==================== pipelined_rca_adder
File: src/rtl/pipelined_rca_adder.sv
// Pipelined ripple-carry adder/subtractor: one CHUNK-bit ripple slice per stage,
// valid/ready handshake with per-stage bubble collapse.
module pipelined_rca_adder #(
  parameter int WIDTH = 32,
  parameter int CHUNK = 8
) (
  input  logic             clk,
  input  logic             rst,
  input  logic             in_valid,
  output logic             in_ready,
  input  logic [WIDTH-1:0] a,
  input  logic [WIDTH-1:0] b,
  input  logic             cin,
  input  logic             sub,
  output logic             out_valid,
  input  logic             out_ready,
  output logic [WIDTH-1:0] s,
  output logic             cout,
  output logic             ovf
);

  localparam int STAGES = WIDTH / CHUNK;

  logic [WIDTH-1:0] bx;
  logic [STAGES:0]  vld;
  logic [STAGES:0]  rdy;
  logic [STAGES:0]  cy;

  assign bx        = b ^ {WIDTH{sub}};
  assign vld[0]    = in_valid;
  assign cy[0]     = sub | cin;
  assign in_ready  = rdy[0];
  assign out_valid = vld[STAGES];
  assign cout      = cy[STAGES];

  // A stage can load when it is empty or its successor frees up this cycle.
  always_comb begin
    rdy         = '0;
    rdy[STAGES] = out_ready;
    for (int k = STAGES - 1; k >= 0; k--) begin
      rdy[k] = ~vld[k+1] | rdy[k+1];
    end
  end

  for (genvar k = 0; k < STAGES; k++) begin : g_stg
    localparam int RI = WIDTH - k * CHUNK;
    localparam int SO = (k + 1) * CHUNK;

    logic [RI-1:0]  ia;
    logic [RI-1:0]  ib;
    logic [SO-1:0]  s_d;
    logic [SO-1:0]  s_q;
    logic [CHUNK:0] add;
    logic           v_q;
    logic           c_q;
    logic           ld;

    if (k == 0) begin : g_src
      assign ia  = a;
      assign ib  = bx;
      assign s_d = add[CHUNK-1:0];
    end else begin : g_src
      assign ia  = g_stg[k-1].g_fwd.a_q;
      assign ib  = g_stg[k-1].g_fwd.b_q;
      assign s_d = {add[CHUNK-1:0], g_stg[k-1].s_q};
    end

    assign add = {1'b0, ia[CHUNK-1:0]}
               + {1'b0, ib[CHUNK-1:0]}
               + {{CHUNK{1'b0}}, cy[k]};
    assign ld  = rdy[k] & vld[k];

    always_ff @(posedge clk or posedge rst) begin
      if (rst) begin
        v_q <= 1'b0;
      end else if (rdy[k]) begin
        v_q <= vld[k];
      end
    end

    always_ff @(posedge clk or posedge rst) begin
      if (rst) begin
        c_q <= 1'b0;
        s_q <= '0;
      end else if (ld) begin
        c_q <= add[CHUNK];
        s_q <= s_d;
      end
    end

    assign vld[k+1] = v_q;
    assign cy[k+1]  = c_q;

    if (k < STAGES - 1) begin : g_fwd
      logic [RI-CHUNK-1:0] a_q;
      logic [RI-CHUNK-1:0] b_q;

      always_ff @(posedge clk or posedge rst) begin
        if (rst) begin
          a_q <= '0;
          b_q <= '0;
        end else if (ld) begin
          a_q <= ia[RI-1:CHUNK];
          b_q <= ib[RI-1:CHUNK];
        end
      end
    end else begin : g_out
      logic o_q;

      // Carry into the MSB is recovered from the MSB sum bit.
      always_ff @(posedge clk or posedge rst) begin
        if (rst) begin
          o_q <= 1'b0;
        end else if (ld) begin
          o_q <= ia[CHUNK-1] ^ ib[CHUNK-1]
               ^ add[CHUNK-1] ^ add[CHUNK];
        end
      end

      assign s   = s_q;
      assign ovf = o_q;
    end
  end

endmodule

File: config.mk
export PLATFORM = sky130hd
export DESIGN_NAME = pipelined_rca_adder
export DESIGN_NICKNAME = d
export VERILOG_FILES = /design/src/rtl/pipelined_rca_adder.sv
export SDC_FILE = /design/constraint.sdc
export NUM_CORES = 1
export LEC_CHECK = 0
export ABC_AREA = 1
export CAP_MARGIN = 20
export CORE_ASPECT_RATIO = 0.8
export CORE_UTILIZATION = 50
export DETAILED_ROUTE_END_ITERATION = 10
export GPL_ROUTABILITY_DRIVEN = 1
export PLACE_DENSITY = 0.76
export SKIP_CTS_REPAIR_TIMING = 1
export SLEW_MARGIN = 20
export SYNTH_ARGS = -nofsm -noshare
export SYNTH_HDL_FRONTEND = slang
export SYNTH_SLANG_ARGS = --single-unit
File: constraint.sdc
create_clock -name clk -period 6.5 [get_ports clk]
set_input_delay 1.3 -clock clk [delete_from_list [all_inputs] [get_ports clk]]
set_output_delay 1.3 -clock clk [all_outputs]
set_load 0.01 [all_outputs]
==================== ahb_lite_master_port
## src/rtl/ahb_lite_master_port_pkg.sv

```systemverilog
// rtl/ahb_lite_master_port_pkg.sv - shared AHB-Lite encodings and helpers
package ahb_lite_master_port_pkg;

    localparam logic [1:0] HTRANS_IDLE   = 2'b00;
    localparam logic [1:0] HTRANS_NONSEQ = 2'b10;

    localparam logic [2:0] HSIZE_BYTE = 3'b000;
    localparam logic [2:0] HSIZE_HALF = 3'b001;
    localparam logic [2:0] HSIZE_WORD = 3'b010;

    localparam logic HRESP_OKAY  = 1'b0;
    localparam logic HRESP_ERROR = 1'b1;

    localparam logic [2:0] HBURST_SINGLE = 3'b000;

    // Requester size code to HSIZE; the illegal code 3 is clamped to a word access.
    function automatic logic [2:0] size_to_hsize(input logic [1:0] size);
        logic [2:0] hsize;
        case (size)
            2'd0:    hsize = HSIZE_BYTE;
            2'd1:    hsize = HSIZE_HALF;
            default: hsize = HSIZE_WORD;
        endcase
        return hsize;
    endfunction

endpackage

```

## src/rtl/ahb_lite_master_port.sv

```systemverilog
// rtl/ahb_lite_master_port.sv - valid/ready request stream to pipelined AHB-Lite SINGLE transfers
module ahb_lite_master_port
    import ahb_lite_master_port_pkg::*;
#(
    parameter int         AW        = 32,
    parameter logic [3:0] HPROT_VAL = 4'b0011
) (
    input  logic          HCLK,
    input  logic          HRESETn,
    input  logic          req_valid,
    output logic          req_ready,
    input  logic [AW-1:0] req_addr,
    input  logic          req_write,
    input  logic [1:0]    req_size,
    input  logic [31:0]   req_wdata,
    output logic          rsp_valid,
    output logic [31:0]   rsp_rdata,
    output logic          rsp_err,
    output logic [AW-1:0] HADDR,
    output logic [1:0]    HTRANS,
    output logic [2:0]    HSIZE,
    output logic          HWRITE,
    output logic [2:0]    HBURST,
    output logic [3:0]    HPROT,
    output logic [31:0]   HWDATA,
    input  logic [31:0]   HRDATA,
    input  logic          HREADY,
    input  logic          HRESP
);

    // Address slot: address/size/direction live directly in HADDR/HSIZE/HWRITE,
    // only the write data needs its own holding register until the data phase.
    logic        a_valid;
    logic        a_cancel;
    logic [31:0] a_wdata;

    // Data slot: what is needed to build the response when the data phase ends.
    logic        d_valid;
    logic        d_write;
    logic        d_cancel;

    // High during the second cycle of a two-cycle ERROR response.
    logic        err_cycle;

    logic        advance;
    logic        accept;
    logic        err_start;
    logic        a_valid_nxt;
    logic        a_cancel_nxt;
    logic        d_done;

    assign advance   = HREADY;
    assign req_ready = (~a_valid | HREADY) & ~err_cycle;
    assign accept    = req_valid & req_ready;

    // First cycle of an ERROR response from a live data phase.
    assign err_start = d_valid & ~d_cancel & (HRESP == HRESP_ERROR) & ~HREADY & ~err_cycle;

    // The address slot is occupied after the edge if a request lands in it or the
    // current occupant is stalled; anything in it when an error starts is cancelled.
    assign a_valid_nxt  = accept | (a_valid & ~advance);
    assign a_cancel_nxt = a_valid_nxt & (err_start | (a_cancel & ~advance));

    assign d_done = advance & d_valid;

    assign HBURST = HBURST_SINGLE;
    assign HPROT  = HPROT_VAL;

    // Pipeline slot bookkeeping and error-cancel window.
    always_ff @(posedge HCLK or negedge HRESETn) begin
        if (!HRESETn) begin
            a_valid   <= 1'b0;
            a_cancel  <= 1'b0;
            a_wdata   <= '0;
            d_valid   <= 1'b0;
            d_write   <= 1'b0;
            d_cancel  <= 1'b0;
            err_cycle <= 1'b0;
        end else begin
            a_valid  <= a_valid_nxt;
            a_cancel <= a_cancel_nxt;
            if (accept) begin
                a_wdata <= req_wdata;
            end
            if (advance) begin
                d_valid  <= a_valid;
                d_write  <= HWRITE;
                d_cancel <= a_cancel;
            end
            if (err_start) begin
                err_cycle <= 1'b1;
            end else if (advance) begin
                err_cycle <= 1'b0;
            end
        end
    end

    // Registered AHB address/control and data-phase write data.
    always_ff @(posedge HCLK or negedge HRESETn) begin
        if (!HRESETn) begin
            HADDR  <= '0;
            HTRANS <= HTRANS_IDLE;
            HSIZE  <= HSIZE_BYTE;
            HWRITE <= 1'b0;
            HWDATA <= '0;
        end else begin
            HTRANS <= (a_valid_nxt && !a_cancel_nxt) ? HTRANS_NONSEQ : HTRANS_IDLE;
            if (accept) begin
                HADDR  <= req_addr;
                HSIZE  <= size_to_hsize(req_size);
                HWRITE <= req_write;
            end
            // A cancelled write never reaches the bus, so its data is not driven.
            if (advance && a_valid && HWRITE && !a_cancel) begin
                HWDATA <= a_wdata;
            end
        end
    end

    // One response per data slot leaving the pipeline, in issue order.
    always_ff @(posedge HCLK or negedge HRESETn) begin
        if (!HRESETn) begin
            rsp_valid <= 1'b0;
            rsp_rdata <= '0;
            rsp_err   <= 1'b0;
        end else begin
            rsp_valid <= d_done;
            rsp_err   <= d_done & (d_cancel | (HRESP == HRESP_ERROR));
            rsp_rdata <= (d_done && !d_write && !d_cancel) ? HRDATA : 32'h0;
        end
    end

endmodule

```

## config.mk

```make
export PLATFORM = sky130hd
export DESIGN_NAME = ahb_lite_master_port
export DESIGN_NICKNAME = d
export VERILOG_FILES = /design/src/rtl/ahb_lite_master_port_pkg.sv /design/src/rtl/ahb_lite_master_port.sv
export SDC_FILE = /design/constraint.sdc
export NUM_CORES = 1
export LEC_CHECK = 0
export CAP_MARGIN = 20
export CORE_UTILIZATION = 35
export DETAILED_ROUTE_END_ITERATION = 10
export PLACE_DENSITY_LB_ADDON = 0.2
export RECOVER_POWER = 100
export SYNTH_ARGS = -nofsm -noshare
export SYNTH_HDL_FRONTEND = slang
export SYNTH_SLANG_ARGS = --single-unit
```

## constraint.sdc

```tcl
create_clock -name HCLK -period 1.9 [get_ports HCLK]
set_input_delay 0.57 -clock HCLK [delete_from_list [all_inputs] [get_ports HCLK]]
set_output_delay 0.57 -clock HCLK [all_outputs]
set_load 0.1 [all_outputs]
```

Figure 1. Congestion heat map (ahb_lite_master_port).
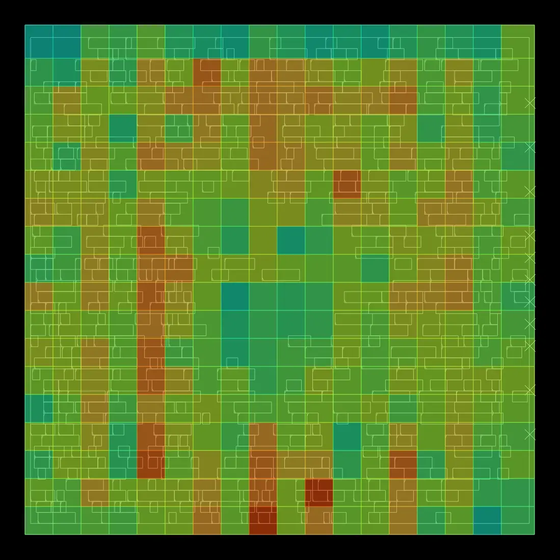
met2 usage: 0.247
met1 GRT Util: 0.191

==> job_summary.md, ahb_lite_master_port <==
## Implementation flow summary

| Metric | Value |
|---|---|
| Number of I/O port buffers | `206` |
| DRC | `11` |
| First-pass detailed-route iteration total | `7` |
| Post-synth EDFFs | `0` |
| Tightest Hold Check Type | `in2async` |
| Worst-Margin Slew | `0.866 ns` |
| Die area | `15,700 um2` |
| WL/cell | `15.8 um` |
| Crit path DRT | `1.33 ns` |
| CP endpoint | `req_ready` |
| Gate Count Post-Synth | `321` |
| Result of the run | `finished, violations left` |
| Uppermost layer routed | `met4` |
| Antenna diode count | `0` |
| MaxCap Viol Count | `0` |
| H-Tree Depth | `4` |
| Failing checks | `DRC` |
ahb_lite_master_port: area by class of cell:
type | count | share of cell area
Clock buffer | 20 | 0.0609
Clock inverter | 10 | 0.0216
Inverter | 4 | 0.00196
Multi-Input combinational cell | 161 | 0.197
Sequential cell | 140 | 0.457
Tap cell | 184 | 0.0301
Timing Repair Buffer | 218 | 0.232
ahb_lite_master_port: worst max-delay path, stage by stage:
cell and delay, ns:
dlygate4sd2_1 0.25, and2b_4 0.26, nor2_4 0.04, buf_12 0.17
ahb_lite_master_port: timing repair:
item	CTS	global route
pin swaps	1	1
buffers inserted	2	0
resized	1	0
endpoints found under the setup margin	1	1
hold endpoints to repair	0	0
ahb_lite_master_port: cells by family (layout without fill, tap and decap cells):
logic type,count (synthesis),count (layout),share of synthesized area
AOI/OAI and AO/OA,8,8,0.00961
buffers and inverters,27,252,0.0408
DFF,140,140,0.656
muxes,100,100,0.239
other,2,9,0.00141
and+or+nand+nor,44,44,0.0527
ahb_lite_master_port: power breakdown:
group          total [W]  switching, W  internal (W)
sequential       0.00409      0.000356       0.00373
combinational    0.00643       0.00511       0.00132
clock            0.00349       0.00120       0.00229
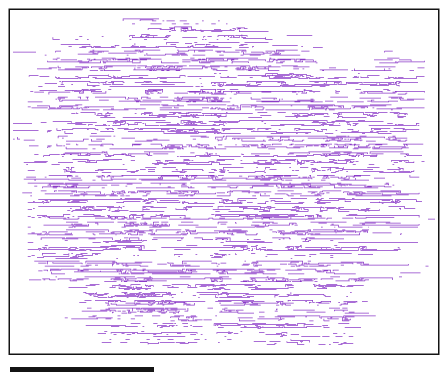
Figure 2: pipelined_rca_adder, met1 routing.
Bar = 50 um.
longest straight run: 36.8 um
wire length on this layer: 9,090 um
nets with wire on the layer: 1,100
met1 GRT Util: 0.341
routed via count: 6,471
WL final: 17,200 um

==> job_summary.md, pipelined_rca_adder <==
## Implementation flow summary

| Metric | Value |
|---|---|
| Result of the run | `finished, final reports clean` |
| Mux frac, synth | `0` |
| Root Driver | `clkbuf_16` |
| Cells in synth_stat.txt | `1,013` |
| Final Total Pwr | `0.00405 W` |
| Worst hold start | `g_stg[1].g_fwd.a_q[13]` |
| ANT nets after route | `0` |
| Post-DP Area | `9780 um2` |
| Hold depth | `2` |
| Max-slew headroom | `0.403` |
| Most instantiated logic cell after routing | `nand2_1` |
| Gr ovfl total | `0` |
| Peak supply drop | `a little under 0.2 mV` |
| Worst reg-to-reg path cell count | `10` |
| Layout fillers | `1,447` |
| WL/cell | `12.9 um` |
| Area fraction in compound gates | `0.0569` |
| Power density over cell area | `just under 400 nW/um2` |
| Most common reg cell | `dfrtp_1` |
| Post-route insts no fill | `1,336` |
| Initial antenna violation count | `0` |
| Hold Vio Cnt, Final | `0` |
| Die area | `17,800 um2` |
| Slew Viols, Final | `0` |
pipelined_rca_adder: flip-flops by register name, indices dropped and copies added (netlist names):
register,flops
cout,1
g_stg.g_fwd.a_q,48
s,32
g_stg.c_q,3
g_stg.g_fwd.b_q,48
g_stg.v_q,3
out_valid,1
g_stg.s_q,48
ovf,1
pipelined_rca_adder: cell type report:
cell class | instances | area, um2 | area share
inverters | 78 | 298 | 0.0288
clock buffers | 24 | 472 | 0.0456
well taps | 220 | 275 | 0.0266
multi-input cells | 710 | 3480 | 0.336
flip-flops and latches | 185 | 4630 | 0.447
clock inverters | 7 | 93.8 | 0.00907
repair buffers | 112 | 1100 | 0.106
pipelined_rca_adder: power groups by stage:
stage          sequential, W  combinational [W]  clock, W
2_1_floorplan        0.00174           0.000831         0
3_3_place_gp         0.00174            0.00128         0
3_5_place_dp         0.00174            0.00131         0
4_1_cts              0.00173            0.00133   0.00102
5_1_grt              0.00177            0.00151   0.00107
6_report             0.00173            0.00132   0.00101
pipelined_rca_adder: critical path, cell delays in order:
cell	delay, ns
clkdlybuf4s50_1	0.47
nor2_4	0.16
nand3_2	0.11
nor2_2	0.14
inv_1	0.09
clkdlybuf4s50_1	0.48

==================== sequenciador_varredura_4b
$ cat config.mk
export PLATFORM = sky130hd
export DESIGN_NAME = sequenciador_varredura_4b
export DESIGN_NICKNAME = d
export VERILOG_FILES = /design/src/rtl/sequenciador_varredura_4b_pkg.sv /design/src/rtl/sequenciador_varredura_4b_divisor_tick.sv /design/src/rtl/sequenciador_varredura_4b.sv
export SDC_FILE = /design/constraint.sdc
export NUM_CORES = 1
export LEC_CHECK = 0
export ABC_CLOCK_PERIOD_IN_PS = 4100
export CORE_MARGIN = 5
export CORE_UTILIZATION = 54
export CTS_CLUSTER_DIAMETER = 120
export DETAILED_ROUTE_END_ITERATION = 12
export PLACE_DENSITY = 0.89
export SLEW_MARGIN = 40
export SYNTH_ARGS = -nofsm -noshare
export SYNTH_HDL_FRONTEND = slang
export SYNTH_HIERARCHICAL = 1
export SYNTH_SLANG_ARGS = --single-unit
$ cat constraint.sdc
create_clock -name clk -period 4.1 [get_ports clk]
set_input_delay 0.82 -clock clk [delete_from_list [all_inputs] [get_ports clk]]
set_output_delay 0.82 -clock clk [all_outputs]
set_load 0.02 [all_outputs]
$ cat src/rtl/sequenciador_varredura_4b_pkg.sv
// Shared types and constants for the 4-bit scan sequencer.
// Latency: n/a (declarations only).
// Backpressure: n/a.
package sequenciador_varredura_4b_pkg;

  typedef enum logic [1:0] {
    ST_IDLE  = 2'd0,
    ST_SCAN  = 2'd1,
    ST_PAUSE = 2'd2
  } state_t;

  localparam logic [3:0] A_MAX = 4'd15;
  localparam logic [3:0] A_MIN = 4'd0;

  // Address at which a sweep ends for the given direction.
  function automatic logic [3:0] terminal_addr(input logic desc);
    return desc ? A_MIN : A_MAX;
  endfunction

  // Address a sweep begins at (and wraps back to) for the given direction.
  function automatic logic [3:0] first_addr(input logic desc);
    return desc ? A_MAX : A_MIN;
  endfunction

endpackage

$ cat src/rtl/sequenciador_varredura_4b_divisor_tick.sv
// Prescaler: counts 0..DIV-1 while enabled and flags the last count as a step tick.
// Latency: tick is combinational from the count register; first tick DIV clocks after clr.
// Backpressure: none; en=0 freezes the count in place, clr forces it back to 0.
module divisor_tick #(
  parameter int DIV   = 4,
  parameter int W_DIV = 8
) (
  input  logic clk,
  input  logic rst_n,
  input  logic en,
  input  logic clr,
  output logic tick
);

  localparam logic [W_DIV-1:0] LAST = W_DIV'(DIV - 1);

  logic [W_DIV-1:0] cnt;

  assign tick = en && (cnt == LAST);

  // Free-running modulo-DIV count, cleared on request, held while disabled.
  always_ff @(posedge clk or negedge rst_n) begin
    if (!rst_n) begin
      cnt <= '0;
    end else if (clr) begin
      cnt <= '0;
    end else if (en) begin
      cnt <= tick ? '0 : cnt + W_DIV'(1);
    end
  end

endmodule

$ cat src/rtl/sequenciador_varredura_4b.sv
// Scan address generator for a 4->16 one-cold decoder; optional sweep counter via SEQ_VARREDURA_CNT_VOLTAS_EN.
// Latency: start -> a/ativo valid after 1 clock; one address step every DIV clocks; all outputs registered.
// Backpressure: none; stop pauses the sweep (frozen a and prescaler), load overrides any pending step.
module sequenciador_varredura_4b
  import sequenciador_varredura_4b_pkg::*;
#(
  parameter int DIV   = 4,
  parameter int W_DIV = 8
) (
  input  logic       clk,
  input  logic       rst_n,
  input  logic       start,
  input  logic       stop,
  input  logic       modo_continuo,
  input  logic       dir_desc,
  input  logic       load,
  input  logic [3:0] load_val,
  output logic [3:0] a,
  output logic       ativo,
  output logic       fim,
  output logic [7:0] voltas
);

  state_t     state, state_nxt;
  logic [3:0] a_nxt;
  logic       fim_nxt;
  logic       tick;
  logic       pre_en;
  logic       pre_clr;

  assign pre_en  = (state == ST_SCAN);
  assign pre_clr = load | ((state == ST_IDLE) & start);
  assign ativo   = (state == ST_SCAN);

  divisor_tick #(
    .DIV   (DIV),
    .W_DIV (W_DIV)
  ) u_div (
    .clk   (clk),
    .rst_n (rst_n),
    .en    (pre_en),
    .clr   (pre_clr),
    .tick  (tick)
  );

  // State register.
  always_ff @(posedge clk or negedge rst_n) begin
    if (!rst_n) state <= ST_IDLE;
    else        state <= state_nxt;
  end

  // Next state, next address and sweep-complete pulse.
  always_comb begin
    state_nxt = state;
    a_nxt     = a;
    fim_nxt   = 1'b0;
    case (state)
      ST_IDLE: begin
        if (start && !stop) begin
          state_nxt = ST_SCAN;
          a_nxt     = first_addr(dir_desc);
        end
      end
      ST_SCAN: begin
        // A load on the same edge replaces the step entirely, so no fim either.
        if (tick && !load) begin
          if (a == terminal_addr(dir_desc)) begin
            fim_nxt = 1'b1;
            if (modo_continuo) a_nxt = first_addr(dir_desc);
            else               state_nxt = ST_IDLE;
          end else begin
            a_nxt = dir_desc ? a - 4'd1 : a + 4'd1;
          end
        end
        // A finished single sweep goes home even if stop arrives on that edge.
        if (stop && state_nxt == ST_SCAN) state_nxt = ST_PAUSE;
      end
      ST_PAUSE: begin
        if (stop)       state_nxt = ST_IDLE;
        else if (start) state_nxt = ST_SCAN;
      end
      default: state_nxt = ST_IDLE;
    endcase
    if (load) a_nxt = load_val;
  end

  // Registered address and completion pulse.
  always_ff @(posedge clk or negedge rst_n) begin
    if (!rst_n) begin
      a   <= A_MIN;
      fim <= 1'b0;
    end else begin
      a   <= a_nxt;
      fim <= fim_nxt;
    end
  end

`ifdef SEQ_VARREDURA_CNT_VOLTAS_EN
  logic [7:0] voltas_q;

  // Saturating count of completed sweeps; only reset clears it.
  always_ff @(posedge clk or negedge rst_n) begin
    if (!rst_n) begin
      voltas_q <= 8'd0;
    end else if (fim_nxt && voltas_q != 8'hFF) begin
      voltas_q <= voltas_q + 8'd1;
    end
  end

  assign voltas = voltas_q;
`else
  assign voltas = 8'd0;
`endif

endmodule
==> job_summary.md <==
## Implementation flow summary

| Metric | Value |
|---|---|
| Antenna diode count | `0` |
| Late-Pin Clk Latency | `roughly 0.29 ns` |
| Comb pwr share | `0.308` |
| Post-DP Area | `1280 um2` |
| Cell Type Count | `51` |
| Top delay family on crit path | `buffers and inverters` |
| Crit path cell chain | `or2b_1 > inv_1 > clkdlybuf4s50_1` |
| Gr ovfl total | `0` |
| CTS Buf Count | `3` |
| Asr flop ratio synth | `1.00` |
| First-pass GRT wire length | `4110 um` |
| Post-place setup slack | `1.13 ns` |
| Grt peak-use layer | `met2` |
| Clk buf depth | `2` |
| Result of the run | `finished, final reports clean` |
| Commonest cells post-synth | `dfrtp_1, nand2_1, a21oi_1, buf_4` |
| DPL Wire Length | `between 1500 and 2000 um` |
| Post-synth EDFFs | `0` |
-- path summary, 6_finish.rpt --
| check | from | end | slack [ns] |
|---|---|---|---|
| worst max-delay path | state[1] | ativo | 1.11 |
| worst min-delay path | u_div/cnt[7] | u_div/cnt[7] | 0.59 |
| worst max register to register | state[1] | a[0] | 1.16 |
| worst min register to register | u_div/cnt[7] | u_div/cnt[7] | 0.59 |
| max in group asynchronous | rst_n | u_div/cnt[0] | 2.75 |
| min in group asynchronous | rst_n | u_div/cnt[4] | 0.93 |
-- area by class of cell --
class / count / area (um2)
multi-input combinational: 97 / 686
fill: 155 / 673
sequential: 15 / 375
timing repair buffer: 16 / 160
tap: 27 / 33.8
inverter: 7 / 26.3
clock buffer: 3 / 22.5
clock inverter: 1 / 5.00
-- power by group through the flow --
stage	Clock [W]	Sequential [W]	Combinational, W
after CTS	0.0000886	0.000165	0.000111
after global routing	0.0000976	0.000167	0.000123
final	0.0000840	0.000165	0.000111
after floorplan	0	0.000172	0.0000743
after detailed placement	0	0.000168	0.000110
after global placement	0	0.000167	0.000109
-- sequential cells by signal, indices dropped and copies added (netlist names) --
signal     cells
fim            1
state          2
a              4
u_div/cnt      8
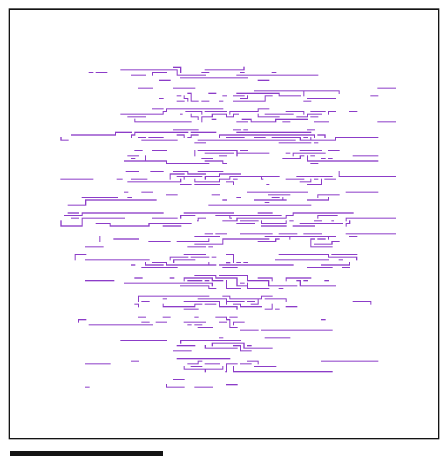
Figure 3: sequenciador_varredura_4b, met1 routing.
Bar = 20 um.
longest straight run: 13.3 um
share of all routed wire: 42%
met1 GRT Util: 0.193
WL final: 2390 um

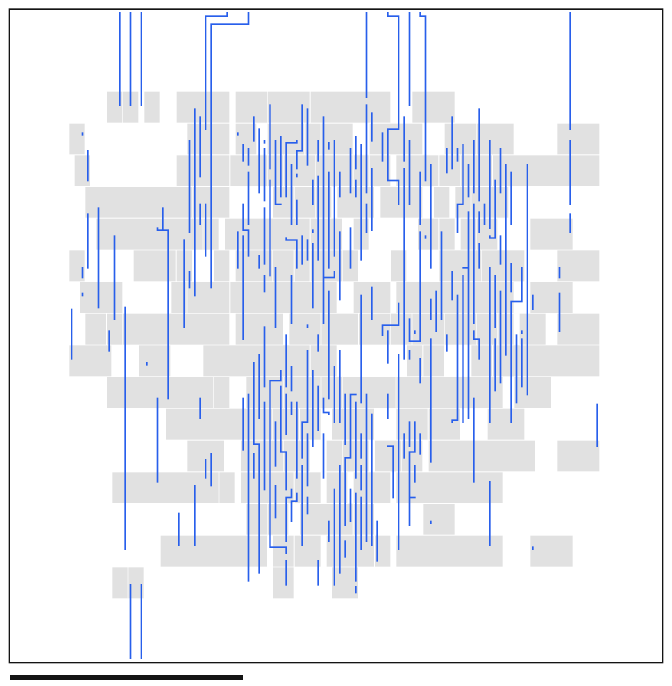
Figure 4: sequenciador_varredura_4b, metal 2.
Bar = 20 um.
longest straight run: 22.6 um
wire length on this layer: 1,130 um
nets with wire on the layer: 134
main direction: vertical
share of all routed wire: 47%
met2 usage: 0.265
routed via count: 970



==> notes/layouts.md <==
Pictures saved along the way, in no particular order.

The metal 3 layer.
(a)
Bar = 50 um.
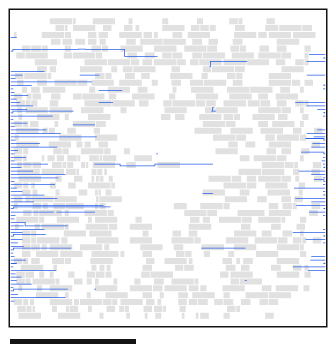
(b)
Bar = 50 um.
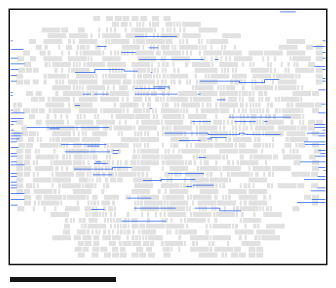
(c)
Bar = 20 um.
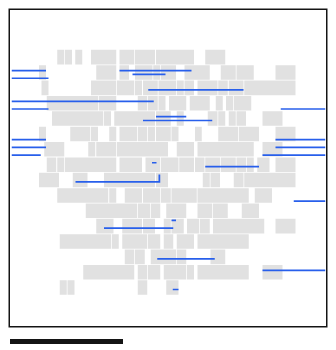
| from | picture |
|---|---|
| pipelined_rca_adder | (b) |
| sequenciador_varredura_4b | (c) |
| ahb_lite_master_port | (a) |
- smallest die: (c)

Power is estimated from default activity; no workload was simulated.
